######## nibble_serial_addsub ########
## config.mk

```make
export PLATFORM = sky130hd
export DESIGN_NAME = nibble_serial_addsub
export DESIGN_NICKNAME = d
export VERILOG_FILES = /design/src/rtl/nibble_serial_addsub_pkg.sv /design/src/rtl/addsub_nibble_slice.sv /design/src/rtl/nibble_serial_addsub.sv
export SDC_FILE = /design/constraint.sdc
export NUM_CORES = 1
export LEC_CHECK = 0
export CAP_MARGIN = 30
export CORE_AREA = 2 2 65 98
export CTS_CLUSTER_DIAMETER = 50
export DETAILED_ROUTE_END_ITERATION = 16
export DIE_AREA = 0 0 67 100
export GPL_TIMING_DRIVEN = 0
export PLACE_DENSITY_LB_ADDON = 0.08
export SLEW_MARGIN = 20
export SYNTH_ARGS = -nofsm -noshare
export SYNTH_HDL_FRONTEND = slang
export SYNTH_SLANG_ARGS = --single-unit
```

## constraint.sdc

```tcl
create_clock -name clk -period 3 [get_ports clk]
set_clock_uncertainty 0.1 [all_clocks]
set_input_delay 0.6 -clock clk [delete_from_list [all_inputs] [get_ports clk]]
set_output_delay 0.6 -clock clk [all_outputs]
set_load 0.02 [all_outputs]
```

## src/rtl/nibble_serial_addsub_pkg.sv

```systemverilog
// Shared types and constants for the nibble-serial add/sub controller.
package nibble_serial_addsub_pkg;

  localparam int NIBBLE_W = 4;

  typedef enum logic [1:0] {
    IDLE = 2'd0,
    RUN  = 2'd1,
    DONE = 2'd2
  } state_t;

endpackage

```

## src/rtl/addsub_nibble_slice.sv

```systemverilog
// Combinational 4-bit ripple adder; b arrives pre-inverted for subtract.
// c3 (carry into the top bit) feeds signed-overflow detection.
module addsub_nibble_slice
  import nibble_serial_addsub_pkg::*;
(
  input  logic [NIBBLE_W-1:0] a,
  input  logic [NIBBLE_W-1:0] b,
  input  logic                cin,
  output logic [NIBBLE_W-1:0] sum,
  output logic                cout,
  output logic                c3
);

  logic [NIBBLE_W:0] c;

  always_comb begin
    c    = '0;
    sum  = '0;
    c[0] = cin;
    for (int i = 0; i < NIBBLE_W; i++) begin
      sum[i]  = a[i] ^ b[i] ^ c[i];
      c[i+1]  = (a[i] & b[i]) | (c[i] & (a[i] ^ b[i]));
    end
  end

  assign cout = c[NIBBLE_W];
  assign c3   = c[NIBBLE_W-1];

endmodule

```

## src/rtl/nibble_serial_addsub.sv

```systemverilog
// N-bit add/sub sequenced over one 4-bit slice, LSB nibble first.
// Optional signed-overflow output enabled by defining ADDSUB_OVF_EN.
//
// state | meaning
// IDLE  | ready for an operation (in_ready=1)
// RUN   | one nibble per cycle through the slice, carry registered
// DONE  | result/cout/ovf held, out_valid=1 until out_ready
module nibble_serial_addsub
  import nibble_serial_addsub_pkg::*;
#(
  parameter int WIDTH = 16
) (
  input  logic             clk,
  input  logic             rst,
  input  logic             in_valid,
  output logic             in_ready,
  input  logic [WIDTH-1:0] a,
  input  logic [WIDTH-1:0] b,
  input  logic             sub,
  output logic             out_valid,
  input  logic             out_ready,
  output logic [WIDTH-1:0] result,
  output logic             cout
`ifdef ADDSUB_OVF_EN
  ,
  output logic             ovf
`endif
);

  localparam int NIB   = WIDTH / NIBBLE_W;
  localparam int IDX_W = (NIB > 1) ? $clog2(NIB) : 1;
  localparam logic [IDX_W-1:0] LAST_IDX = IDX_W'(NIB - 1);

  state_t              state, state_nx;
  logic [IDX_W-1:0]    idx;
  logic [WIDTH-1:0]    a_q, b_q, result_q;
  logic                sub_q, carry_q, cout_q;
  logic [NIBBLE_W-1:0] a_nib, b_nib, sum_nib;
  logic                slice_cout, slice_c3;
  logic                last;

  assign last = (idx == LAST_IDX);

  // state register
  always_ff @(posedge clk) begin
    if (rst) state <= IDLE;
    else     state <= state_nx;
  end

  // next-state logic
  always_comb begin
    state_nx = state;
    case (state)
      IDLE:    if (in_valid) state_nx = RUN;
      RUN:     if (last)     state_nx = DONE;
      DONE:    if (out_ready) state_nx = IDLE;
      default: state_nx = IDLE;
    endcase
  end

  // outputs decode the state register only
  always_comb begin
    in_ready  = (state == IDLE);
    out_valid = (state == DONE);
  end

  // operand nibble select; b is inverted here so the slice stays a plain adder
  always_comb begin
    a_nib = '0;
    b_nib = '0;
    for (int i = 0; i < NIB; i++) begin
      if (idx == IDX_W'(i)) begin
        a_nib = a_q[i*NIBBLE_W +: NIBBLE_W];
        b_nib = b_q[i*NIBBLE_W +: NIBBLE_W] ^ {NIBBLE_W{sub_q}};
      end
    end
  end

  addsub_nibble_slice u_slice (
    .a    (a_nib),
    .b    (b_nib),
    .cin  (carry_q),
    .sum  (sum_nib),
    .cout (slice_cout),
    .c3   (slice_c3)
  );

`ifdef ADDSUB_OVF_EN
  logic ovf_q;
`else
  logic unused_c3;
  assign unused_c3 = slice_c3;
`endif

  always_ff @(posedge clk) begin
    if (rst) begin
      a_q      <= '0;
      b_q      <= '0;
      sub_q    <= 1'b0;
      carry_q  <= 1'b0;
      idx      <= '0;
      result_q <= '0;
      cout_q   <= 1'b0;
`ifdef ADDSUB_OVF_EN
      ovf_q    <= 1'b0;
`endif
    end else begin
      case (state)
        IDLE: begin
          if (in_valid) begin
            a_q      <= a;
            b_q      <= b;
            sub_q    <= sub;
            carry_q  <= sub;
            idx      <= '0;
            result_q <= '0;
          end
        end
        RUN: begin
          for (int i = 0; i < NIB; i++) begin
            if (idx == IDX_W'(i)) result_q[i*NIBBLE_W +: NIBBLE_W] <= sum_nib;
          end
          carry_q <= slice_cout;
          if (last) begin
            idx    <= '0;
            cout_q <= slice_cout;
`ifdef ADDSUB_OVF_EN
            ovf_q  <= slice_c3 ^ slice_cout;
`endif
          end else begin
            idx <= idx + 1'b1;
          end
        end
        default: ;
      endcase
    end
  end

  assign result = result_q;
  assign cout   = cout_q;
`ifdef ADDSUB_OVF_EN
  assign ovf    = ovf_q;
`endif

endmodule

```

######## fifo_push_arbiter_flat ########
### config.mk
export PLATFORM = sky130hd
export DESIGN_NAME = fifo_push_arbiter_flat
export DESIGN_NICKNAME = d
export VERILOG_FILES = /design/src/rtl/fifo_push_arbiter_if.sv /design/src/rtl/fifo_push_arbiter.sv /design/src/flat_wrapper.sv
export SDC_FILE = /design/constraint.sdc
export NUM_CORES = 1
export LEC_CHECK = 0
export CAP_MARGIN = 25
export CORE_MARGIN = 2
export CORE_UTILIZATION = 41
export DETAILED_ROUTE_END_ITERATION = 12
export GPL_TIMING_DRIVEN = 0
export MAX_ROUTING_LAYER = met4
export PLACE_DENSITY = 0.79
export SLEW_MARGIN = 20
export SYNTH_ARGS = -nofsm -noshare
export SYNTH_HDL_FRONTEND = slang
export SYNTH_SLANG_ARGS = --single-unit
### constraint.sdc
create_clock -name clk -period 2.55 [get_ports clk]
set_input_delay 0.51 -clock clk [delete_from_list [all_inputs] [get_ports clk]]
set_output_delay 0.51 -clock clk [all_outputs]
set_load 0.01 [all_outputs]
### src/rtl/fifo_push_arbiter_if.sv
// Purpose     : bundles the producer-side and FIFO-side push signals of fifo_push_arbiter.
// Latency     : n/a (wires only).
// Backpressure: fifo_grant_i from the FIFO is routed back to the selected producer's req_grant_o.
//
// Signals (direction as seen from the arbiter, i.e. the slave modport):
//   req_valid_i  [NUM_REQ]            per-producer valid
//   req_data_i   [NUM_REQ*DATA_WIDTH] producer k at [k*DATA_WIDTH +: DATA_WIDTH]
//   req_grant_o  [NUM_REQ]            per-producer grant, one-hot or zero
//   fifo_valid_o                      to FIFO push_valid_i
//   fifo_data_o  [DATA_WIDTH]         to FIFO push_data_i
//   fifo_grant_i                      from FIFO push_grant_o
//   owner_o      [IDX_W]              producer currently driving fifo_data_o
interface fifo_push_arbiter_if #(
  parameter int NUM_REQ    = 4,
  parameter int DATA_WIDTH = 8
);
  localparam int IDX_W = $clog2(NUM_REQ);

  logic [NUM_REQ-1:0]            req_valid_i;
  logic [NUM_REQ*DATA_WIDTH-1:0] req_data_i;
  logic [NUM_REQ-1:0]            req_grant_o;
  logic                          fifo_valid_o;
  logic [DATA_WIDTH-1:0]         fifo_data_o;
  logic                          fifo_grant_i;
  logic [IDX_W-1:0]              owner_o;

  // Arbiter side.
  modport slave (
    input  req_valid_i,
    input  req_data_i,
    input  fifo_grant_i,
    output req_grant_o,
    output fifo_valid_o,
    output fifo_data_o,
    output owner_o
  );

  // Producers + FIFO side (environment driving the arbiter).
  modport master (
    output req_valid_i,
    output req_data_i,
    output fifo_grant_i,
    input  req_grant_o,
    input  fifo_valid_o,
    input  fifo_data_o,
    input  owner_o
  );
endinterface

### src/rtl/fifo_push_arbiter.sv
// Purpose     : round-robin arbiter sharing one FIFO push port among NUM_REQ producers.
// Latency     : zero cycles; producer valid/data reach the FIFO through a combinational mux.
// Backpressure: fifo_grant_i=0 freezes the selected producer (HOLD) until the FIFO accepts it.
//
// Ports:
//   clk    - single clock, all state on the rising edge
//   reset  - synchronous, active-high; outputs forced idle while high
//   bus    - fifo_push_arbiter_if.slave (producer valid/data/grant, FIFO valid/data/grant, owner)
//
// Optional feature: define FIFO_ARB_BURST_EN to compile in the BURST state, letting an owner
// keep the port for up to MAX_BURST consecutive transfers while it stays valid. Without the
// macro the arbiter is pure per-beat round-robin and MAX_BURST has no effect.
module fifo_push_arbiter #(
  parameter int NUM_REQ    = 4,
  parameter int DATA_WIDTH = 8,
  parameter int MAX_BURST  = 4
) (
  input  logic                 clk,
  input  logic                 reset,
  fifo_push_arbiter_if.slave   bus
);

  localparam int IDX_W = $clog2(NUM_REQ);

  if (NUM_REQ < 2 || DATA_WIDTH < 1 || MAX_BURST < 1) begin : g_param_check
    $error("fifo_push_arbiter: NUM_REQ must be >= 2, DATA_WIDTH and MAX_BURST >= 1");
  end

`ifdef FIFO_ARB_BURST_EN
  typedef enum logic [1:0] {IDLE, HOLD, BURST} state_t;
  localparam int  CNT_W    = $clog2(MAX_BURST + 1);
  localparam bit  BURST_ON = (MAX_BURST > 1);
`else
  typedef enum logic [1:0] {IDLE, HOLD} state_t;
`endif

  state_t           state_q, state_d;
  logic [IDX_W-1:0] rr_ptr_q, rr_ptr_d;
  logic [IDX_W-1:0] owner_q, owner_d;
`ifdef FIFO_ARB_BURST_EN
  logic [CNT_W-1:0] burst_cnt_q, burst_cnt_d;
`endif

  logic [IDX_W-1:0] rr_sel;     // round-robin candidate searched from rr_ptr
  logic             rr_found;
  logic             use_owner;  // selection frozen on owner_q this cycle
  logic [IDX_W-1:0] sel;
  logic             sel_vld;
  logic             xfer;

  // (base + off) mod NUM_REQ for off in [0, NUM_REQ); works for non-power-of-two NUM_REQ.
  function automatic logic [IDX_W-1:0] rot(input logic [IDX_W-1:0] base, input int off);
    int s;
    s = int'(base) + off;
    if (s >= NUM_REQ) s = s - NUM_REQ;
    return s[IDX_W-1:0];
  endfunction

  function automatic logic [IDX_W-1:0] next_idx(input logic [IDX_W-1:0] x);
    return (x == IDX_W'(NUM_REQ - 1)) ? '0 : x + 1'b1;
  endfunction

  // ---------------------------------------------------------------------------
  // Selection
  // ---------------------------------------------------------------------------
  always_comb begin
    rr_found = 1'b0;
    rr_sel   = rr_ptr_q;
    for (int i = 0; i < NUM_REQ; i++) begin
      if (!rr_found && bus.req_valid_i[rot(rr_ptr_q, i)]) begin
        rr_found = 1'b1;
        rr_sel   = rot(rr_ptr_q, i);
      end
    end
  end

  always_comb begin
    use_owner = 1'b0;
    case (state_q)
      HOLD:    use_owner = 1'b1;
`ifdef FIFO_ARB_BURST_EN
      // Once the burst owner drops valid, fall back to round-robin in the same
      // cycle so the next producer is served without a bubble.
      BURST:   use_owner = bus.req_valid_i[owner_q];
`endif
      default: use_owner = 1'b0;
    endcase
  end

  assign sel     = use_owner ? owner_q : rr_sel;
  assign sel_vld = use_owner ? bus.req_valid_i[owner_q] : rr_found;

  // fifo_valid_o is a function of state and producer valids only, never of fifo_grant_i.
  assign bus.fifo_valid_o = !reset && sel_vld;
  assign bus.fifo_data_o  = bus.req_data_i[sel*DATA_WIDTH +: DATA_WIDTH];
  assign bus.owner_o      = reset ? '0 : sel;
  assign xfer             = bus.fifo_valid_o && bus.fifo_grant_i;

  always_comb begin
    bus.req_grant_o      = '0;
    bus.req_grant_o[sel] = xfer;
  end

  // ---------------------------------------------------------------------------
  // Next state
  // ---------------------------------------------------------------------------
  always_comb begin
    state_d  = state_q;
    rr_ptr_d = rr_ptr_q;
    owner_d  = owner_q;
`ifdef FIFO_ARB_BURST_EN
    burst_cnt_d = burst_cnt_q;
`endif

    if (use_owner && state_q == HOLD) begin
      // Frozen beat: only a grant releases it. Owner never changes here.
      if (xfer) begin
        rr_ptr_d = next_idx(owner_q);
`ifdef FIFO_ARB_BURST_EN
        if (BURST_ON) begin
          state_d     = BURST;
          burst_cnt_d = CNT_W'(1);
        end else begin
          state_d     = IDLE;
        end
`else
        state_d  = IDLE;
`endif
      end
`ifdef FIFO_ARB_BURST_EN
    end else if (use_owner) begin
      // BURST with the owner still valid; a stalled beat does not count.
      if (xfer) begin
        rr_ptr_d = next_idx(owner_q);
        if (burst_cnt_q == CNT_W'(MAX_BURST - 1)) begin
          state_d     = IDLE;
          burst_cnt_d = '0;
        end else begin
          burst_cnt_d = burst_cnt_q + 1'b1;
        end
      end
`endif
    end else begin
      // Arbitration: IDLE, or BURST whose owner has dropped valid.
      if (rr_found) begin
        owner_d = rr_sel;
        if (bus.fifo_grant_i) begin
          rr_ptr_d = next_idx(rr_sel);
`ifdef FIFO_ARB_BURST_EN
          if (BURST_ON) begin
            state_d     = BURST;
            burst_cnt_d = CNT_W'(1);
          end else begin
            state_d     = IDLE;
            burst_cnt_d = '0;
          end
`else
          state_d  = IDLE;
`endif
        end else begin
          state_d = HOLD;
`ifdef FIFO_ARB_BURST_EN
          burst_cnt_d = '0;
`endif
        end
      end else begin
        // Nothing valid: IDLE stays put, an abandoned BURST returns to IDLE.
        state_d = IDLE;
`ifdef FIFO_ARB_BURST_EN
        burst_cnt_d = '0;
`endif
      end
    end
  end

  // ---------------------------------------------------------------------------
  // State registers
  // ---------------------------------------------------------------------------
  always_ff @(posedge clk) begin
    if (reset) begin
      state_q  <= IDLE;
      rr_ptr_q <= '0;
      owner_q  <= '0;
`ifdef FIFO_ARB_BURST_EN
      burst_cnt_q <= '0;
`endif
    end else begin
      state_q  <= state_d;
      rr_ptr_q <= rr_ptr_d;
      owner_q  <= owner_d;
`ifdef FIFO_ARB_BURST_EN
      burst_cnt_q <= burst_cnt_d;
`endif
    end
  end

endmodule

### src/flat_wrapper.sv
// flat-port wrapper written by rule: the top's interface ports become plain ports
module fifo_push_arbiter_flat 
#(
  parameter int NUM_REQ    = 4,
  parameter int DATA_WIDTH = 8,
  parameter int MAX_BURST  = 4
)
  (clk, reset, bus_req_valid_i, bus_req_data_i, bus_fifo_grant_i, bus_req_grant_o, bus_fifo_valid_o, bus_fifo_data_o, bus_owner_o);
  fifo_push_arbiter_if #(.NUM_REQ(NUM_REQ), .DATA_WIDTH(DATA_WIDTH)) bus_i ();
  input  logic clk;
  input  logic reset;
  input wire logic [$bits(bus_i.req_valid_i)-1:0] bus_req_valid_i;
  input wire logic [$bits(bus_i.req_data_i)-1:0] bus_req_data_i;
  input wire logic [$bits(bus_i.fifo_grant_i)-1:0] bus_fifo_grant_i;
  output wire logic [$bits(bus_i.req_grant_o)-1:0] bus_req_grant_o;
  output wire logic [$bits(bus_i.fifo_valid_o)-1:0] bus_fifo_valid_o;
  output wire logic [$bits(bus_i.fifo_data_o)-1:0] bus_fifo_data_o;
  output wire logic [$bits(bus_i.owner_o)-1:0] bus_owner_o;
  assign bus_i.req_valid_i = bus_req_valid_i;
  assign bus_i.req_data_i = bus_req_data_i;
  assign bus_i.fifo_grant_i = bus_fifo_grant_i;
  assign bus_req_grant_o = bus_i.req_grant_o;
  assign bus_fifo_valid_o = bus_i.fifo_valid_o;
  assign bus_fifo_data_o = bus_i.fifo_data_o;
  assign bus_owner_o = bus_i.owner_o;
  fifo_push_arbiter #(.NUM_REQ(NUM_REQ), .DATA_WIDTH(DATA_WIDTH), .MAX_BURST(MAX_BURST)) u_core (.clk(clk), .reset(reset), .bus(bus_i));
endmodule

==> screenshots <==
Routed metal, one color a layer.
Plate I
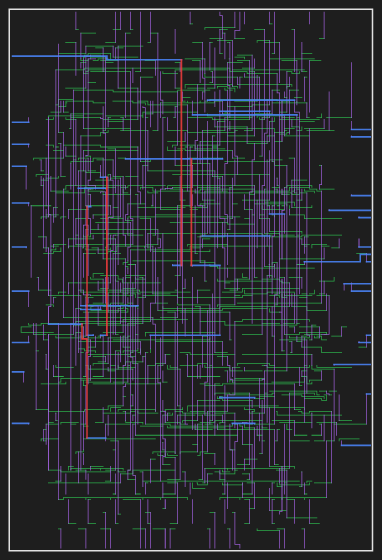
Plate II
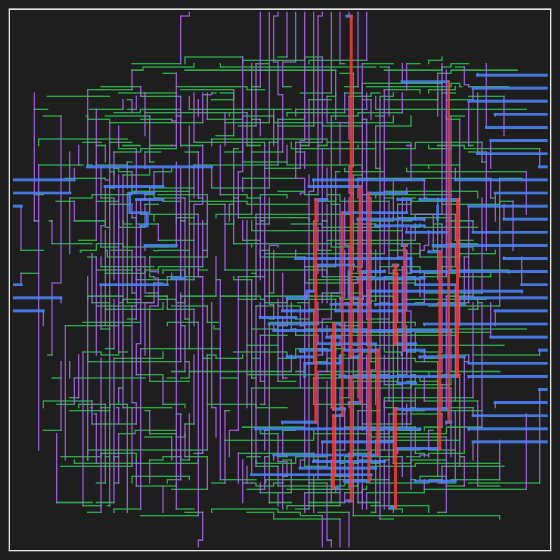
Of these, most wire: Plate I
fifo_push_arbiter_flat: Plate II
nibble_serial_addsub: Plate I

nibble_serial_addsub/route_heat.png
The die is cut into 13 by 20 equal tiles; black is low, pale yellow is high, scaled to the fullest tile. Values are wire area over tile area, all layers added.
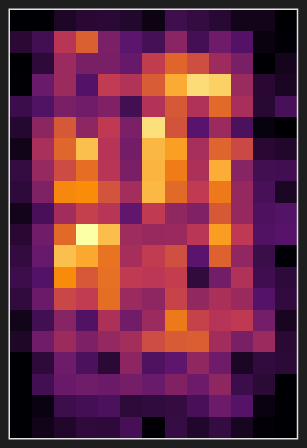
tiles over half the peak: 24%
nearly empty tiles: 6.9%
mean over tiles: 0.16

==> out/metrics.cfg, nibble_serial_addsub <==
[place]
port_buffers = 54

[cells_and_area]
seq_area_sq_um = 1109
fin_cells = 470

[route]
dr.pass1.iters = 4
wl_per_cell_microns = 14.82

[status]
status = complete, but fails checks
violations = negative setup slack

[worst_setup_path]
cp_slowest_cell = fa_2
crit_family = adder cells
crit_path_end_kind = register
crit_arrival_ns = 3.44
crit_top_cell = fa_2

[power]
comb-power_uw = 354
power.internal_uw = 1103
switching_share_pct = 28.42

[final_timing]
rsz0062_at_grt = true
setup_slack_ns = -0.2965
finalSetupViolCount = 6
fin_tns_setup_ns = -1.265

[synth]
synthTopLogicFamily = simple AND/OR/NAND/NOR gates
xor_area_share_pct = 0
ys_async_sr_fraction_pct = 0
simple_gate_share_pct = 24.81

[global_routing]
grt_util_met1_pct = 27.63

[clocking]
htree_num_levels = 2
clkLatencyLatePin_ns = 0.30

[hold_path]
hp-class = reg -> reg

fifo_push_arbiter_flat/m1.png
Supply wires on this layer in gray.
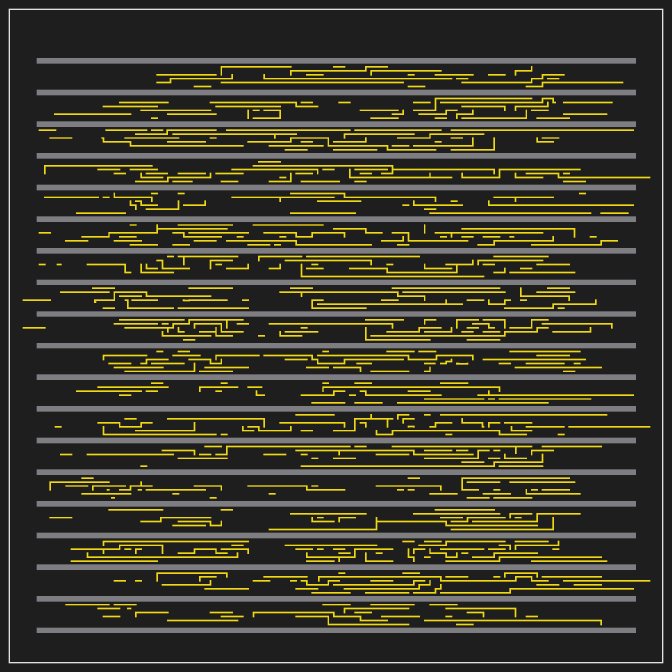
longest straight run: 16.6 microns
share of all routed wire: 38%
main direction: horizontal
nets with wire on the layer: 237

fifo_push_arbiter_flat/placed.png
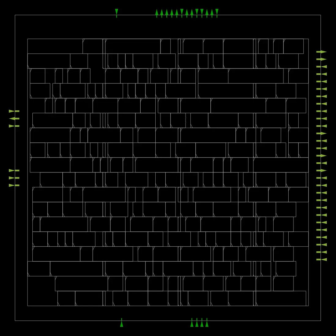
tap cells: 30
Layout Cells excl Fill: 263

==> out/metrics.cfg, fifo_push_arbiter_flat <==
[status]
status = complete, but fails checks
violations = negative setup slack

[final_timing]
setup_slack_ns = -0.04420
finalSetupViolCount = 3
fmax_mhz = 385.5
min_period_ns = 2.594

[route]
drtIter0Drc = 156
top_layer = met4

[floorplanning]
io_pins = 54

[run]
cap_viol_max_count = 0

[worst_setup_path]
rrSetupSlack_ns = 0.92
cp-startpoint = bus_req_valid_i[0]

[synth]
syn_area_sq_um = 1111
xor_area_share_pct = 0.7883
ys.warnings.count = 0

[power]
power_leader = combinational logic
switching_share_pct = 45.57

[cells_and_area]
final_area_sq_um = 2186
largest_class = combinational gates
logic_area_sq_um = 1162
clk_share_pct = 1.202

[global_routing]
grt_pass1_wl_mm = 7.265

[clocking]
htree_num_levels = 1
postCtsHoldBufs = 0
cts_resized = 109

[place]
gp_congestion = 0.8411


######## bcd_load_seq ########
bcd_load_seq/route_heat.png
The die is cut into 11 by 9 equal tiles; black is low, pale yellow is high, scaled to the fullest tile. Values are wire area over tile area, all layers added.
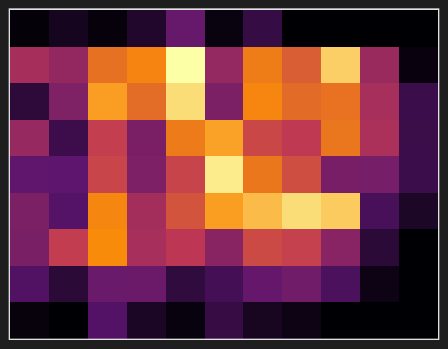

==> src/rtl/bcd_load_seq.sv <==
// Load sequencer for the serial double-dabble display path: clear, stream MSB-first, latch.
// Optional input saturation to MAXVAL is enabled by defining BCD_LOAD_SAT_EN.
//
// state    | meaning
// ---------+------------------------------------------------------------
// ST_IDLE  | waiting for a word, in_ready high
// ST_CLEAR | one-cycle clear of the dabble register chain
// ST_SHIFT | WIDTH cycles streaming sr MSB-first with dab_en
// ST_LATCH | one-cycle strobe so the displays capture the BCD digits
module bcd_load_seq #(
    parameter int WIDTH  = 10,
    parameter int MAXVAL = 999
) (
    input  logic             clk,
    input  logic             rst,
    input  logic [WIDTH-1:0] in_data,
    input  logic             in_valid,
    output logic             in_ready,
    output logic             sdat,
    output logic             dab_clr,
    output logic             dab_en,
    output logic             latch,
    output logic             busy,
    output logic             ovf
);

    localparam int CW = (WIDTH > 1) ? $clog2(WIDTH) : 1;

    typedef enum logic [1:0] {
        ST_IDLE  = 2'd0,
        ST_CLEAR = 2'd1,
        ST_SHIFT = 2'd2,
        ST_LATCH = 2'd3
    } state_t;

    state_t          state, state_nxt;
    logic [WIDTH-1:0] sr, sr_nxt;
    logic [CW-1:0]    cnt, cnt_nxt;
    logic [WIDTH-1:0] load_val;

    logic in_ready_d, sdat_d, dab_clr_d, dab_en_d, latch_d, busy_d;

`ifdef BCD_LOAD_SAT_EN
    localparam int unsigned    MAXV = MAXVAL;
    localparam logic [WIDTH-1:0] MAXW = WIDTH'(MAXVAL);

    logic over;
    logic ovf_q;

    assign over     = (32'(in_data) > MAXV);
    assign load_val = over ? MAXW : in_data;
    assign ovf      = ovf_q;

    // ovf reflects the most recently accepted word until the next one.
    always_ff @(posedge clk or posedge rst) begin
        if (rst) begin
            ovf_q <= 1'b0;
        end else if (state == ST_IDLE && in_valid) begin
            ovf_q <= over;
        end
    end
`else
    assign load_val = in_data;
    assign ovf      = 1'b0;

    if (MAXVAL < 0) begin : g_maxval_range
    end
`endif

    always_ff @(posedge clk or posedge rst) begin
        if (rst) begin
            state    <= ST_IDLE;
            sr       <= '0;
            cnt      <= '0;
            in_ready <= 1'b1;
            sdat     <= 1'b0;
            dab_clr  <= 1'b0;
            dab_en   <= 1'b0;
            latch    <= 1'b0;
            busy     <= 1'b0;
        end else begin
            state    <= state_nxt;
            sr       <= sr_nxt;
            cnt      <= cnt_nxt;
            in_ready <= in_ready_d;
            sdat     <= sdat_d;
            dab_clr  <= dab_clr_d;
            dab_en   <= dab_en_d;
            latch    <= latch_d;
            busy     <= busy_d;
        end
    end

    always_comb begin
        state_nxt = state;
        sr_nxt    = sr;
        cnt_nxt   = cnt;
        case (state)
            ST_IDLE: begin
                if (in_valid) begin
                    sr_nxt    = load_val;
                    cnt_nxt   = CW'(WIDTH - 1);
                    state_nxt = ST_CLEAR;
                end
            end
            ST_CLEAR: begin
                state_nxt = ST_SHIFT;
            end
            ST_SHIFT: begin
                sr_nxt = {sr[WIDTH-2:0], 1'b0};
                if (cnt == '0) begin
                    state_nxt = ST_LATCH;
                end else begin
                    cnt_nxt = cnt - CW'(1);
                end
            end
            ST_LATCH: begin
                state_nxt = ST_IDLE;
            end
            default: begin
                state_nxt = ST_IDLE;
            end
        endcase
    end

    // Outputs are decoded from the upcoming state so they register in step with it.
    always_comb begin
        in_ready_d = (state_nxt == ST_IDLE);
        busy_d     = (state_nxt != ST_IDLE);
        dab_clr_d  = (state_nxt == ST_CLEAR);
        dab_en_d   = (state_nxt == ST_SHIFT);
        latch_d    = (state_nxt == ST_LATCH);
        sdat_d     = dab_en_d & sr_nxt[WIDTH-1];
    end

endmodule

==> config.mk <==
export PLATFORM = sky130hd
export DESIGN_NAME = bcd_load_seq
export DESIGN_NICKNAME = d
export VERILOG_FILES = /design/src/rtl/bcd_load_seq.sv
export SDC_FILE = /design/constraint.sdc
export NUM_CORES = 1
export LEC_CHECK = 0
export CORE_ASPECT_RATIO = 0.75
export CORE_MARGIN = 2
export CORE_UTILIZATION = 55
export DETAILED_ROUTE_END_ITERATION = 16
export GPL_TIMING_DRIVEN = 0
export PLACE_DENSITY_LB_ADDON = 0.2
export SLEW_MARGIN = 30
export SYNTH_ARGS = -nofsm -noshare
export SYNTH_HDL_FRONTEND = slang
export SYNTH_SLANG_ARGS = --single-unit
export TNS_END_PERCENT = 20
==> constraint.sdc <==
create_clock -name clk -period 4.3 [get_ports clk]
set_clock_uncertainty 0.2 [all_clocks]
set_input_delay 0.86 -clock clk [delete_from_list [all_inputs] [get_ports clk]]
set_output_delay 0.86 -clock clk [all_outputs]
set_load 0.1 [all_outputs]
######## alu_op_dispatch_flat ########
File: src/rtl/alu_op_dispatch_if.sv
// Issue-side bus between the ALU dispatcher and its requester.
// The requester drives the strobe and operands. The dispatcher returns flags and status.
interface alu_op_dispatch_if;
  logic       start;
  logic [2:0] opcode;
  logic [3:0] a_in;
  logic [3:0] b_in;
  logic [3:0] A;
  logic [3:0] B;
  logic       aCmp;
  logic       aAdd;
  logic       aSub;
  logic       aDiv;
  logic       aMul;
  logic       busy;
  logic       done;
  logic       err;

  modport master (
    output start, opcode, a_in, b_in,
    input  A, B, aCmp, aAdd, aSub, aDiv, aMul,
    input  busy, done, err
  );

  modport slave (
    input  start, opcode, a_in, b_in,
    output A, B, aCmp, aAdd, aSub, aDiv, aMul,
    output busy, done, err
  );
endinterface

File: src/rtl/alu_op_dispatch.sv
// ALU op dispatcher: latches an op and holds one one-hot unit flag for its latency.
// It then pulses done. Illegal opcodes seen in IDLE pulse err.
module alu_op_dispatch #(
  parameter int unsigned ADD_LAT = 1,
  parameter int unsigned DIV_LAT = 4,
  parameter int unsigned MUL_LAT = 2
) (
  input  logic               clk,
  input  logic               rst_n,
  alu_op_dispatch_if.slave   bus
);

  localparam logic [3:0] ADD_M1 = 4'(ADD_LAT - 1);
  localparam logic [3:0] DIV_M1 = 4'(DIV_LAT - 1);
  localparam logic [3:0] MUL_M1 = 4'(MUL_LAT - 1);

  typedef enum logic [1:0] {
    IDLE,
    EXEC,
    DONE
  } state_e;

  state_e     state_q, state_d;
  logic [3:0] cnt_q, cnt_d;
  logic [3:0] a_q, a_d;
  logic [3:0] b_q, b_d;
  logic [4:0] flg_q, flg_d;
  logic       busy_q, busy_d;
  logic       done_q, done_d;
  logic       err_q, err_d;

  logic       legal;
  logic [3:0] lat_m1;
  logic [4:0] sel;

  // Flag bit order: cmp, add, sub, div, mul.
  always_comb begin
    legal  = 1'b1;
    lat_m1 = ADD_M1;
    sel    = 5'b00000;
    unique case (bus.opcode)
      3'd0: sel = 5'b00001;
      3'd1: sel = 5'b00010;
      3'd2: sel = 5'b00100;
      3'd3: begin
        sel    = 5'b01000;
        lat_m1 = DIV_M1;
      end
      3'd4: begin
        sel    = 5'b10000;
        lat_m1 = MUL_M1;
      end
      default: legal = 1'b0;
    endcase
  end

  always_comb begin
    state_d = state_q;
    cnt_d   = cnt_q;
    a_d     = a_q;
    b_d     = b_q;
    flg_d   = flg_q;
    busy_d  = busy_q;
    done_d  = 1'b0;
    err_d   = 1'b0;
    unique case (state_q)
      IDLE: begin
        if (bus.start) begin
          if (legal) begin
            state_d = EXEC;
            cnt_d   = lat_m1;
            a_d     = bus.a_in;
            b_d     = bus.b_in;
            flg_d   = sel;
            busy_d  = 1'b1;
          end else begin
            err_d   = 1'b1;
          end
        end
      end
      EXEC: begin
        if (cnt_q == 4'd0) begin
          state_d = DONE;
          flg_d   = 5'b00000;
          done_d  = 1'b1;
        end else begin
          cnt_d   = cnt_q - 4'd1;
        end
      end
      DONE: begin
        state_d = IDLE;
        busy_d  = 1'b0;
      end
      default: begin
        state_d = IDLE;
        flg_d   = 5'b00000;
        busy_d  = 1'b0;
      end
    endcase
  end

  always_ff @(posedge clk or negedge rst_n) begin
    if (!rst_n) begin
      state_q <= IDLE;
      cnt_q   <= 4'd0;
      a_q     <= 4'd0;
      b_q     <= 4'd0;
      flg_q   <= 5'b00000;
      busy_q  <= 1'b0;
      done_q  <= 1'b0;
      err_q   <= 1'b0;
    end else begin
      state_q <= state_d;
      cnt_q   <= cnt_d;
      a_q     <= a_d;
      b_q     <= b_d;
      flg_q   <= flg_d;
      busy_q  <= busy_d;
      done_q  <= done_d;
      err_q   <= err_d;
    end
  end

  assign bus.A    = a_q;
  assign bus.B    = b_q;
  assign bus.aCmp = flg_q[0];
  assign bus.aAdd = flg_q[1];
  assign bus.aSub = flg_q[2];
  assign bus.aDiv = flg_q[3];
  assign bus.aMul = flg_q[4];
  assign bus.busy = busy_q;
  assign bus.done = done_q;
  assign bus.err  = err_q;

endmodule

File: src/flat_wrapper.sv
// flat-port wrapper written by rule: the top's interface ports become plain ports
module alu_op_dispatch_flat 
#(
  parameter int unsigned ADD_LAT = 1,
  parameter int unsigned DIV_LAT = 4,
  parameter int unsigned MUL_LAT = 2
)
  (clk, rst_n, bus_start, bus_opcode, bus_a_in, bus_b_in, bus_A, bus_B, bus_aCmp, bus_aAdd, bus_aSub, bus_aDiv, bus_aMul, bus_busy, bus_done, bus_err);
  alu_op_dispatch_if bus_i ();
  input  logic clk;
  input  logic rst_n;
  input wire logic [$bits(bus_i.start)-1:0] bus_start;
  input wire logic [$bits(bus_i.opcode)-1:0] bus_opcode;
  input wire logic [$bits(bus_i.a_in)-1:0] bus_a_in;
  input wire logic [$bits(bus_i.b_in)-1:0] bus_b_in;
  output wire logic [$bits(bus_i.A)-1:0] bus_A;
  output wire logic [$bits(bus_i.B)-1:0] bus_B;
  output wire logic [$bits(bus_i.aCmp)-1:0] bus_aCmp;
  output wire logic [$bits(bus_i.aAdd)-1:0] bus_aAdd;
  output wire logic [$bits(bus_i.aSub)-1:0] bus_aSub;
  output wire logic [$bits(bus_i.aDiv)-1:0] bus_aDiv;
  output wire logic [$bits(bus_i.aMul)-1:0] bus_aMul;
  output wire logic [$bits(bus_i.busy)-1:0] bus_busy;
  output wire logic [$bits(bus_i.done)-1:0] bus_done;
  output wire logic [$bits(bus_i.err)-1:0] bus_err;
  assign bus_i.start = bus_start;
  assign bus_i.opcode = bus_opcode;
  assign bus_i.a_in = bus_a_in;
  assign bus_i.b_in = bus_b_in;
  assign bus_A = bus_i.A;
  assign bus_B = bus_i.B;
  assign bus_aCmp = bus_i.aCmp;
  assign bus_aAdd = bus_i.aAdd;
  assign bus_aSub = bus_i.aSub;
  assign bus_aDiv = bus_i.aDiv;
  assign bus_aMul = bus_i.aMul;
  assign bus_busy = bus_i.busy;
  assign bus_done = bus_i.done;
  assign bus_err = bus_i.err;
  alu_op_dispatch #(.ADD_LAT(ADD_LAT), .DIV_LAT(DIV_LAT), .MUL_LAT(MUL_LAT)) u_core (.clk(clk), .rst_n(rst_n), .bus(bus_i));
endmodule
File: config.mk
export PLATFORM = sky130hd
export DESIGN_NAME = alu_op_dispatch_flat
export DESIGN_NICKNAME = d
export VERILOG_FILES = /design/src/rtl/alu_op_dispatch_if.sv /design/src/rtl/alu_op_dispatch.sv /design/src/flat_wrapper.sv
export SDC_FILE = /design/constraint.sdc
export NUM_CORES = 1
export LEC_CHECK = 0
export ABC_AREA = 1
export ABC_CLOCK_PERIOD_IN_PS = 3600
export CAP_MARGIN = 5
export CORE_ASPECT_RATIO = 1.4
export CORE_MARGIN = 10
export CORE_UTILIZATION = 35
export DETAILED_ROUTE_END_ITERATION = 8
export PLACE_DENSITY = 0.7
export SETUP_SLACK_MARGIN = 0.05
export SYNTH_ARGS = -nofsm -noshare
export SYNTH_HDL_FRONTEND = slang
export SYNTH_SLANG_ARGS = --single-unit
File: constraint.sdc
create_clock -name clk -period 3.6 [get_ports clk]
set_input_delay 0.72 -clock clk [delete_from_list [all_inputs] [get_ports clk]]
set_output_delay 0.72 -clock clk [all_outputs]
set_load 0.005 [all_outputs]
######## shift_issue_stage ########
File: src/rtl/shift_pkg.sv
// Shared constants and the decoded shift-op record for the shift issue stage.
package shift_pkg;

  localparam int unsigned SHIFT_XLEN = 32;
  localparam int unsigned SHAMT_W    = $clog2(SHIFT_XLEN);

  localparam logic [6:0] OPC_OP     = 7'b0110011;
  localparam logic [6:0] OPC_OP_IMM = 7'b0010011;
  localparam logic [2:0] F3_SLL     = 3'b001;
  localparam logic [2:0] F3_SR      = 3'b101;
  localparam logic [6:0] F7_BASE    = 7'b0000000;
  localparam logic [6:0] F7_SRA     = 7'b0100000;

  localparam logic DIR_LEFT   = 1'b1;
  localparam logic DIR_RIGHT  = 1'b0;
  localparam logic SIGN_ARITH = 1'b1;
  localparam logic SIGN_LOGIC = 1'b0;

  typedef struct packed {
    logic [SHIFT_XLEN-1:0] src;
    logic [SHAMT_W-1:0]    num;
    logic                  dir;
    logic                  sign;
    logic [4:0]            rd;
    logic                  illegal;
  } shift_op_t;

endpackage

File: src/rtl/shift_decode.sv
// Combinational RV32I shift decoder: instruction word plus operands -> shifter controls.
module shift_decode
  import shift_pkg::*;
(
  input  logic [31:0]           instr,
  input  logic [SHIFT_XLEN-1:0] rs1_val,
  input  logic [SHIFT_XLEN-1:0] rs2_val,
  output shift_op_t             op
);

  logic [6:0] opcode;
  logic [2:0] funct3;
  logic [6:0] funct7;
  logic       is_reg;
  logic       is_imm;
  logic       legal;
  logic       unused_bits;

  assign opcode = instr[6:0];
  assign funct3 = instr[14:12];
  assign funct7 = instr[31:25];
  assign is_reg = (opcode == OPC_OP);
  assign is_imm = (opcode == OPC_OP_IMM);

  // Imm forms with instr[25]=1 fail the funct7 match, so they fall out as illegal here.
  assign legal = (is_reg || is_imm) &&
                 (((funct3 == F3_SLL) && (funct7 == F7_BASE)) ||
                  ((funct3 == F3_SR) && ((funct7 == F7_BASE) || (funct7 == F7_SRA))));

  assign unused_bits = ^{instr[19:15], rs2_val[SHIFT_XLEN-1:SHAMT_W]};

  always_comb begin
    op         = '0;
    op.src     = rs1_val;
    op.rd      = instr[11:7];
    op.illegal = !legal;
    op.dir     = DIR_RIGHT;
    op.sign    = SIGN_LOGIC;
    if (legal) begin
      op.num  = is_reg ? rs2_val[SHAMT_W-1:0] : instr[20 +: SHAMT_W];
      op.dir  = (funct3 == F3_SLL) ? DIR_LEFT : DIR_RIGHT;
      op.sign = ((funct3 == F3_SR) && instr[30]) ? SIGN_ARITH : SIGN_LOGIC;
    end
  end

endmodule

File: src/rtl/shift_issue_stage.sv
// Shift issue stage: decode feeding a registered 2-entry skid buffer in front of the shifter.
// Optional write-back operand forwarding at capture is enabled by SHIFT_ISSUE_FWD_EN.
module shift_issue_stage
  import shift_pkg::*;
#(
  parameter int unsigned XLEN = 32
) (
  input  logic            clk,
  input  logic            rst,
  input  logic            flush,
  input  logic            in_valid,
  output logic            in_ready,
  input  logic [31:0]     in_instr,
  input  logic [XLEN-1:0] in_rs1_val,
  input  logic [XLEN-1:0] in_rs2_val,
`ifdef SHIFT_ISSUE_FWD_EN
  input  logic            wb_valid,
  input  logic [4:0]      wb_rd,
  input  logic [XLEN-1:0] wb_data,
`endif
  output logic            out_valid,
  input  logic            out_ready,
  output logic [XLEN-1:0] out_src,
  output logic [XLEN-1:0] out_num,
  output logic            out_dir,
  output logic            out_sign,
  output logic [4:0]      out_rd,
  output logic            out_illegal
);

  if (XLEN != 32) begin : gen_xlen_check
    $error("shift_issue_stage: only XLEN=32 is supported");
  end

  logic [XLEN-1:0] rs1_cap;
  logic [XLEN-1:0] rs2_cap;
  shift_op_t       dec_op;

`ifdef SHIFT_ISSUE_FWD_EN
  logic fwd_rs1;
  logic fwd_rs2;
  // rs2 only feeds the amount of reg forms, so forwarding it for imm forms is harmless.
  assign fwd_rs1 = wb_valid && (wb_rd != 5'd0) && (wb_rd == in_instr[19:15]);
  assign fwd_rs2 = wb_valid && (wb_rd != 5'd0) && (wb_rd == in_instr[24:20]);
  assign rs1_cap = fwd_rs1 ? wb_data : in_rs1_val;
  assign rs2_cap = fwd_rs2 ? wb_data : in_rs2_val;
`else
  assign rs1_cap = in_rs1_val;
  assign rs2_cap = in_rs2_val;
`endif

  shift_decode u_decode (
    .instr   (in_instr),
    .rs1_val (rs1_cap),
    .rs2_val (rs2_cap),
    .op      (dec_op)
  );

  logic      main_valid_q, main_valid_d;
  logic      skid_valid_q, skid_valid_d;
  logic      ready_q, ready_d;
  shift_op_t main_op_q, main_op_d;
  shift_op_t skid_op_q, skid_op_d;
  logic      accept;
  logic      drain;

  assign accept = in_valid && ready_q;
  assign drain  = main_valid_q && out_ready;

  always_comb begin
    main_valid_d = main_valid_q;
    main_op_d    = main_op_q;
    skid_valid_d = skid_valid_q;
    skid_op_d    = skid_op_q;
    ready_d      = ready_q;
    if (flush) begin
      main_valid_d = 1'b0;
      skid_valid_d = 1'b0;
      ready_d      = 1'b1;
    end else begin
      if (!main_valid_q || drain) begin
        // Skid entry is older than anything arriving now; it refills main first.
        if (skid_valid_q) begin
          main_valid_d = 1'b1;
          main_op_d    = skid_op_q;
          skid_valid_d = 1'b0;
        end else if (accept) begin
          main_valid_d = 1'b1;
          main_op_d    = dec_op;
        end else begin
          main_valid_d = 1'b0;
        end
      end else if (accept) begin
        skid_valid_d = 1'b1;
        skid_op_d    = dec_op;
      end
      ready_d = !skid_valid_d;
    end
  end

  always_ff @(posedge clk) begin
    if (rst) begin
      main_valid_q <= 1'b0;
      skid_valid_q <= 1'b0;
      ready_q      <= 1'b0;
      main_op_q    <= '0;
      skid_op_q    <= '0;
    end else begin
      main_valid_q <= main_valid_d;
      skid_valid_q <= skid_valid_d;
      ready_q      <= ready_d;
      main_op_q    <= main_op_d;
      skid_op_q    <= skid_op_d;
    end
  end

  assign in_ready    = ready_q;
  assign out_valid   = main_valid_q;
  assign out_src     = main_op_q.src;
  assign out_num     = {{(XLEN-SHAMT_W){1'b0}}, main_op_q.num};
  assign out_dir     = main_op_q.dir;
  assign out_sign    = main_op_q.sign;
  assign out_rd      = main_op_q.rd;
  assign out_illegal = main_op_q.illegal;

endmodule

File: config.mk
export PLATFORM = sky130hd
export DESIGN_NAME = shift_issue_stage
export DESIGN_NICKNAME = d
export VERILOG_FILES = /design/src/rtl/shift_pkg.sv /design/src/rtl/shift_decode.sv /design/src/rtl/shift_issue_stage.sv
export SDC_FILE = /design/constraint.sdc
export NUM_CORES = 1
export LEC_CHECK = 0
export CAP_MARGIN = 20
export CORE_ASPECT_RATIO = 2
export CORE_MARGIN = 4
export CORE_UTILIZATION = 50
export DETAILED_ROUTE_END_ITERATION = 6
export GPL_TIMING_DRIVEN = 0
export PLACE_DENSITY = 0.87
export SYNTH_ARGS = -nofsm -noshare
export SYNTH_HDL_FRONTEND = slang
export SYNTH_HIERARCHICAL = 1
export SYNTH_SLANG_ARGS = --single-unit
File: constraint.sdc
create_clock -name clk -period 3.75 [get_ports clk]
set_input_delay 0.9375 -clock clk [delete_from_list [all_inputs] [get_ports clk]]
set_output_delay 0.9375 -clock clk [all_outputs]
set_load 0.01 [all_outputs]
######## dmem_uart_tx ########
--- config.mk ---
export PLATFORM = sky130hd
export DESIGN_NAME = dmem_uart_tx
export DESIGN_NICKNAME = d
export VERILOG_FILES = /design/src/rtl/dmem_uart_tx.sv
export SDC_FILE = /design/constraint.sdc
export NUM_CORES = 1
export LEC_CHECK = 0
export ABC_AREA = 1
export CORE_ASPECT_RATIO = 1.1
export CORE_UTILIZATION = 40
export CTS_BUF_LIST = sky130_fd_sc_hd__clkbuf_8
export DETAILED_ROUTE_END_ITERATION = 10
export PLACE_DENSITY = 0.72
export SYNTH_ARGS = -nofsm -noshare
export SYNTH_HDL_FRONTEND = slang
export SYNTH_SLANG_ARGS = --single-unit
--- constraint.sdc ---
create_clock -name clk -period 5.3 [get_ports clk]
set_input_delay 0.53 -clock clk [delete_from_list [all_inputs] [get_ports clk]]
set_output_delay 0.53 -clock clk [all_outputs]
set_load 0.005 [all_outputs]
--- src/rtl/dmem_uart_tx.sv ---
// rtl/dmem_uart_tx.sv - memory-mapped 8N1 UART transmitter on the CPU data-memory bus
// TX FIFO fed by stores, STATUS/BAUDDIV registers, serialiser FSM with live baud divisor.
module dmem_uart_tx #(
  parameter int                ADDR_W      = 32,
  parameter int                DATA_W      = 32,
  parameter logic [ADDR_W-1:0] BASE_ADDR   = 'h0001_0000,
  parameter int                FIFO_DEPTH  = 8,
  parameter logic [15:0]       DEFAULT_DIV = 16'd16
) (
  input  logic              clk,
  input  logic              rst,
  input  logic [ADDR_W-1:0] addr,
  input  logic              wen,
  input  logic [3:0]        byte_en,
  input  logic [DATA_W-1:0] wdata,
  output logic [DATA_W-1:0] rdata,
  output logic              tx,
  output logic              irq_empty
);
  localparam int PW = $clog2(FIFO_DEPTH);
  localparam int CW = PW + 1;

  typedef enum logic [1:0] {IDLE, START, DATA, STOP} state_t;

  state_t        state, state_next;
  logic [7:0]    mem [FIFO_DEPTH];
  logic [PW-1:0] wr_ptr, rd_ptr;
  logic [CW-1:0] count, count_next;
  logic          overflow;
  logic [15:0]   baud_div, eff_div;
  logic [15:0]   clk_cnt, clk_cnt_next;
  logic [2:0]    bit_cnt, bit_cnt_next;
  logic [7:0]    shift, shift_next;
  logic          tx_next;
  logic          sel, full, empty, busy, bit_end;
  logic          push_req, push_ok, pop;
  logic [1:0]    offset;
  logic          unused_bits;

  assign sel      = (addr[ADDR_W-1:4] == BASE_ADDR[ADDR_W-1:4]);
  assign offset   = addr[3:2];
  assign full     = (count == CW'(FIFO_DEPTH));
  assign empty    = (count == '0);
  assign busy     = (state != IDLE);
  assign push_req = sel && wen && (offset == 2'd0) && byte_en[0];
  // A full FIFO still accepts the push when the FSM frees a slot on the same edge.
  assign push_ok  = push_req && (!full || pop);
  assign eff_div  = (baud_div == 16'd0) ? 16'd1 : baud_div;
  assign bit_end  = (clk_cnt >= eff_div - 16'd1);
  assign unused_bits = ^{addr[1:0], byte_en[3:2], wdata[DATA_W-1:16]};

  always_comb begin
    rdata = '0;
    if (sel) begin
      case (offset)
        2'd1: begin
          rdata[3:0]  = {overflow, empty, full, busy};
          rdata[15:8] = 8'(count);
        end
        2'd2:    rdata[15:0] = baud_div;
        default: rdata = '0;
      endcase
    end
  end

  always_comb begin
    count_next = count;
    case ({push_ok, pop})
      2'b10:   count_next = count + CW'(1);
      2'b01:   count_next = count - CW'(1);
      default: count_next = count;
    endcase
  end

  always_comb begin
    state_next   = state;
    tx_next      = tx;
    shift_next   = shift;
    bit_cnt_next = bit_cnt;
    clk_cnt_next = clk_cnt;
    pop          = 1'b0;
    if (state != IDLE) clk_cnt_next = bit_end ? 16'd0 : clk_cnt + 16'd1;
    case (state)
      IDLE: begin
        if (!empty) begin
          pop          = 1'b1;
          shift_next   = mem[rd_ptr];
          bit_cnt_next = 3'd0;
          clk_cnt_next = 16'd0;
          state_next   = START;
          tx_next      = 1'b0;
        end
      end
      START: begin
        if (bit_end) begin
          state_next = DATA;
          tx_next    = shift[0];
        end
      end
      DATA: begin
        if (bit_end) begin
          if (bit_cnt == 3'd7) begin
            state_next = STOP;
            tx_next    = 1'b1;
          end else begin
            shift_next   = shift >> 1;
            tx_next      = shift[1];
            bit_cnt_next = bit_cnt + 3'd1;
          end
        end
      end
      STOP: begin
        if (bit_end) state_next = IDLE;
      end
      default: state_next = IDLE;
    endcase
  end

  always_ff @(posedge clk) begin
    if (push_ok) mem[wr_ptr] <= wdata[7:0];
  end

  always_ff @(posedge clk) begin
    if (rst) begin
      state     <= IDLE;
      tx        <= 1'b1;
      irq_empty <= 1'b1;
      wr_ptr    <= '0;
      rd_ptr    <= '0;
      count     <= '0;
      overflow  <= 1'b0;
      baud_div  <= DEFAULT_DIV;
      clk_cnt   <= 16'd0;
      bit_cnt   <= 3'd0;
      shift     <= 8'd0;
    end else begin
      state     <= state_next;
      tx        <= tx_next;
      irq_empty <= (count_next == '0) && (state_next == IDLE);
      shift     <= shift_next;
      bit_cnt   <= bit_cnt_next;
      clk_cnt   <= clk_cnt_next;
      count     <= count_next;
      if (push_ok) wr_ptr <= wr_ptr + PW'(1);
      if (pop)     rd_ptr <= rd_ptr + PW'(1);
      if (push_req && !push_ok) overflow <= 1'b1;
      if (sel && wen && offset == 2'd1 && byte_en[0] && wdata[3]) overflow <= 1'b0;
      if (sel && wen && offset == 2'd2) begin
        if (byte_en[0]) baud_div[7:0]  <= wdata[7:0];
        if (byte_en[1]) baud_div[15:8] <= wdata[15:8];
      end
    end
  end
endmodule
bcd_load_seq/layers.png
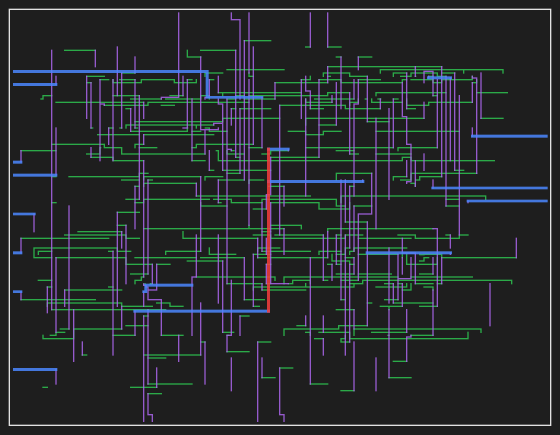
| color | layer | wire length |
|---|---|---|
| red | M4 | 17.0 microns |
| blue | M3 | 117 microns |
| green | M1 | 1000 microns |
| purple | M2 | 921 microns |

bcd_load_seq/class_map.png
Scale bar: 20 microns. Fill, decap, tap and diode cells in gray.
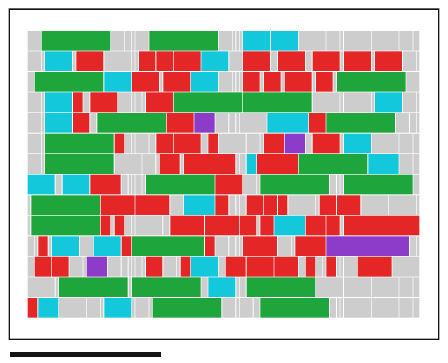
| color | class | cells | share of their area |
|---|---|---|---|
| green | registers | 22 | 40% |
| cyan | remaining buffers and delay cells | 23 | 17% |
| purple | clock drivers and dummy loads | 4 | 3.8% |
| red | remaining logic cells | 65 | 39% |

About bcd_load_seq/route_heat.png:
densest ninth of the die: center
mean over tiles: 0.13
nearly empty tiles: 13%

==> out/metrics.cfg, bcd_load_seq <==
[status]
status = finished clean

[synth]
synth.distinct_cells = 37
ys_area_sq_um = 1145
ys_sh_aoi_pct = 16.39

[cells_and_area]
comb.multi_input.count = 58
flop-count = 22
largest_class = sequential cells
seq_area_sq_um = 551.8
final_area_sq_um = 1398
antenna_cells = 0

[power]
power.internal_uw = 644.8
p_comb_share_pct = 55.3
power_density_nw_per_um2 = 824.9

[worst_setup_path]
path_cells = clkdlybuf4s50_1
crit_family = buffers and inverters

[clocking]
cts_tree = done
clock_sinks = 22
postCtsSetupBuffers = 0

[global_routing]
grt_pass1_vias = 788
grt_use_met2_pct = 30.00

[floorplanning]
core_region_area_sq_um = 1979

[final_timing]
finalSetupViolCount = 0

[place]
dpl_cell_area_sq_um = 1345

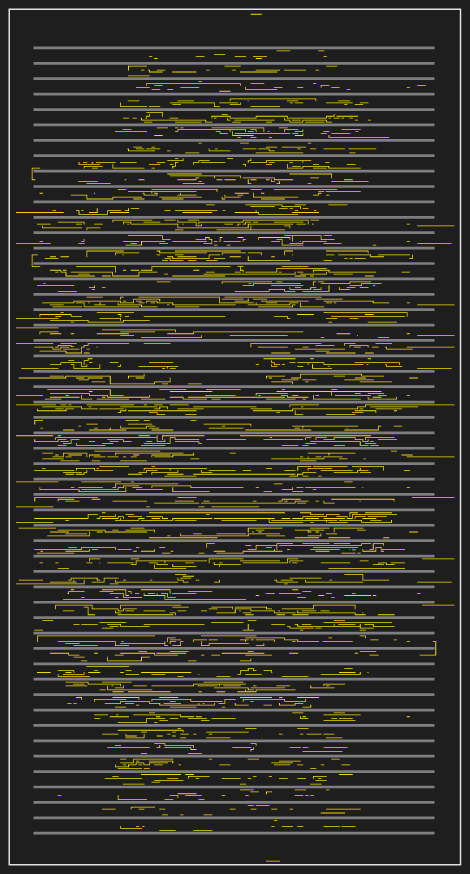
shift_issue_stage/m1.png
Supply wires on this layer in gray.
wire length on this layer: 4700 microns
share of all routed wire: 37%
longest straight run: 23.9 microns

==> out/metrics.cfg, shift_issue_stage <==
[status]
status = finished clean

[cells_and_area]
largest_reg_flops = 45

[run]
warning_count = 58

[synth]
simple_gate_share_pct = 13.95

[power]
finalPower_uw = 2383
p_comb_share_pct = 14.5
pg_seq_uw = 1030

[route]
num_vias = 4004
drtIter0Drc = 124

[worst_setup_path]
crit_type = in -> reg
path_buffers = 1

[final_timing]
finalCritPeriodShare_pct = 61.90

[floorplanning]
taps = 132

[global_routing]
grtUsageMet3_pct = 4.762
grt_overflow_total = 0

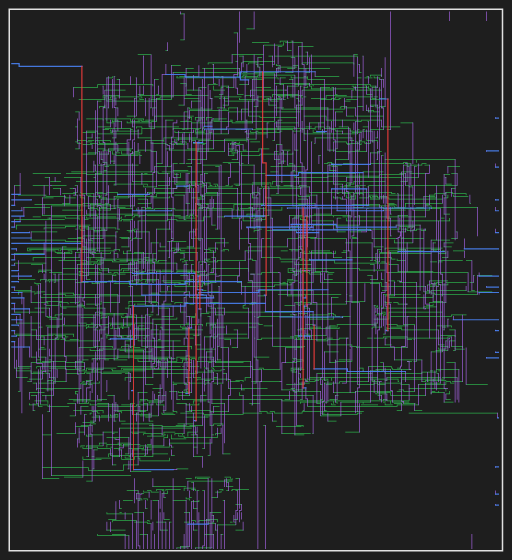
dmem_uart_tx/layers.png
| color | layer | wire length |
|---|---|---|
| green | M1 | 6350 microns |
| red | M4 | 381 microns |
| purple | M2 | 6890 microns |
| blue | M3 | 679 microns |

==> out/metrics.cfg, dmem_uart_tx <==
[power]
switchingPower_uw = 769.0
pg_clk_uw = 899
seq_power_share_pct = 43.1
p_comb_share_pct = 21.1

[route]
wl_per_cell_microns = 14.12
dr_wl_met2_mm = 6.891

[clocking]
postCtsSetupBuffers = 0
cts_resized = 0

[synth]
postSynthSeqShare_pct = 49.04
ys_cells = 728
ys.warnings.count = 0
syn_inst = 728
yosysTopAreaCell = edfxtp_1

[cells_and_area]
antenna_cells = 0
flop-count = 125
largest_reg_flops = 64
largest_class = sequential cells
final_common_cell = nor2_1

[run]
cap_viol_max_count = 0

[worst_setup_path]
worstReg2RegEnd = shift[1]$_SDFFE_PP0P_
cp-startpoint = baud_div[11]$_SDFFE_PP0P_

[global_routing]
grt_pass1_wl_mm = 23.59
grt_antenna_before_repair = 0

[floorplanning]
io_pins = 105

[place]
dp.cells = 981

[status]
status = finished clean

[final_timing]
finalSetupViolCount = 0

alu_op_dispatch_flat/route_heat.png
The die is cut into 13 by 16 equal tiles; black is low, pale yellow is high, scaled to the fullest tile. Values are wire area over tile area, all layers added.
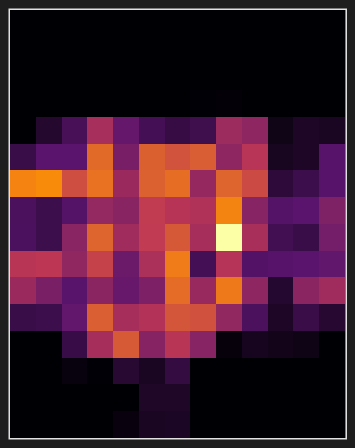
emptiest ninth of the die: upper right
nearly empty tiles: 42%
tiles over half the peak: 13%
densest ninth of the die: center
fullest tile: 0.34

==> out/metrics.cfg, alu_op_dispatch_flat <==
[floorplanning]
fp_util_pct = 36.65

[cells_and_area]
syn_to_final_growth_pct = 35.79
finish.utilization_pct = 49.76
final_area_sq_um = 1315
logic_area_sq_um = 365.4
clock_buffers = 3
layout_top_cells = nand2_1, clkdlybuf4s50_1, dfrtp_1

[global_routing]
grt_antenna_before_repair = 0

[synth]
ys.flop_type = dfrtp_1
mux_share_pct = 0
syn_area_per_cell_sq_um = 8.495
postSynthSeqShare_pct = 56.85
most_common_cell = nand2_1
ys_sh_adder_pct = 1.292

[final_timing]
finalSetupViolCount = 0
finalCritPeriodShare_pct = 52.78
rsz0062_at_grt = false
fin_tns_setup_ns = 0
relSlewSlack_pct = 35.97

[hold_path]
hp-class = reg -> reg
hold_depth = 2

[worst_setup_path]
crit_path_end_kind = output pin
critPathLaunchType = register

[place]
hpwl_mm = 1.768
port_buffers = 29

[power]
comb-power_uw = 453

[status]
status = finished clean

[clocking]
cts_buffers = 3

[route]
wl_per_cell_microns = 12.20



==> screenshots <==
Routed metal per tile.
image #1
The die is cut into 11 by 11 equal tiles; black is low, pale yellow is high, scaled to the fullest tile. Values are wire area over tile area, all layers added.
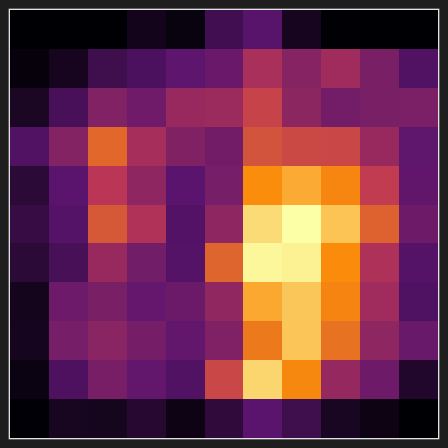
image #2
The die is cut into 25 by 27 equal tiles; black is low, pale yellow is high, scaled to the fullest tile. Values are wire area over tile area, all layers added.
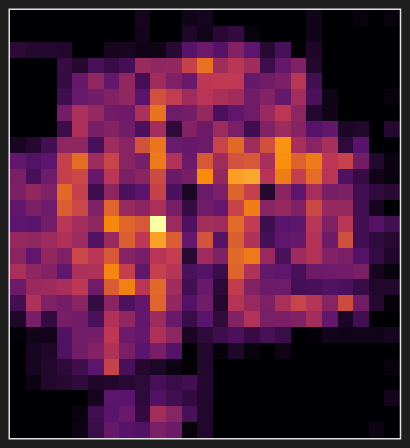
image #3
The die is cut into 16 by 30 equal tiles; black is low, pale yellow is high, scaled to the fullest tile. Values are wire area over tile area, all layers added.
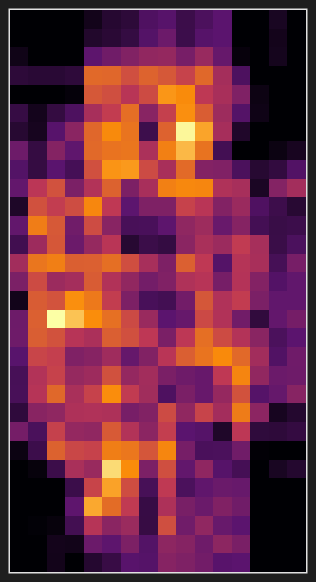
| from | picture |
|---|---|
| shift_issue_stage | image #3 |
| dmem_uart_tx | image #2 |
| fifo_push_arbiter_flat | image #1 |


## Gallery

Cells colored by class.
Scale bar: 20 microns. Fill, decap, tap and diode cells in gray.
(a)
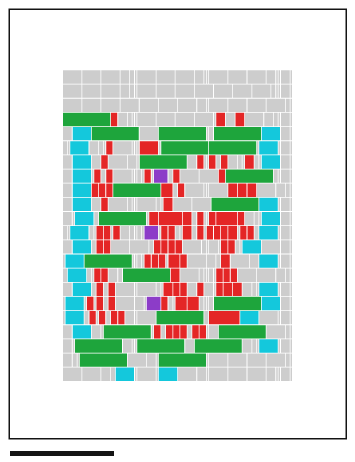
(b)
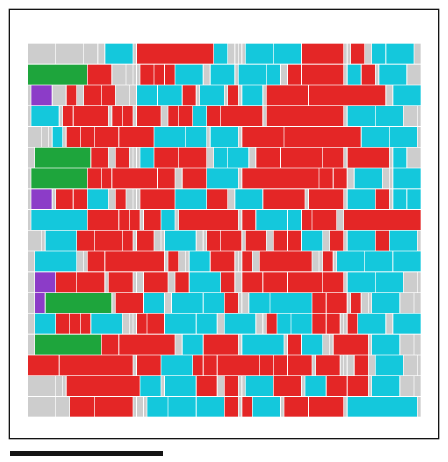
(c)
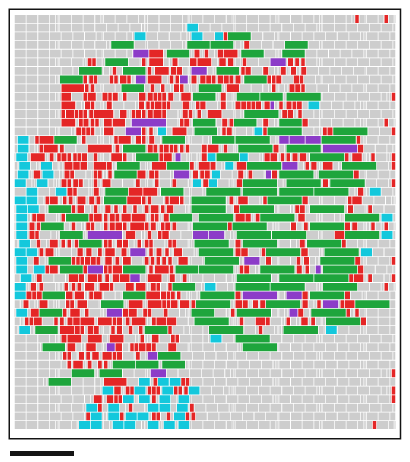
(d)
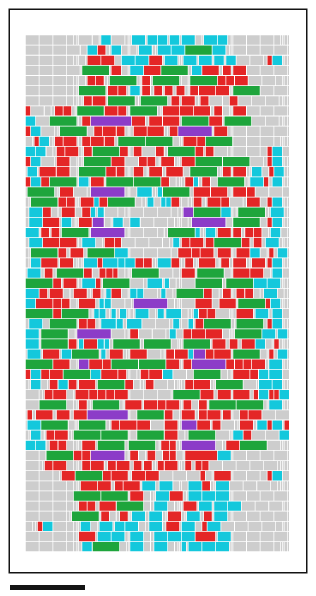
(e)
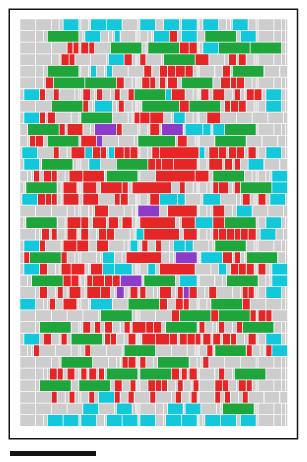
(c) is dmem_uart_tx.
(b) is fifo_push_arbiter_flat.
(e) is nibble_serial_addsub.
(d) is shift_issue_stage.
(a) is alu_op_dispatch_flat.

Key to (c):
| color | class | cells | share of their area |
|---|---|---|---|
| purple | clock drivers and dummy loads | 32 | 5.8% |
| green | registers | 125 | 42% |
| cyan | remaining buffers and delay cells | 77 | 10% |
| red | remaining logic cells | 579 | 42% |

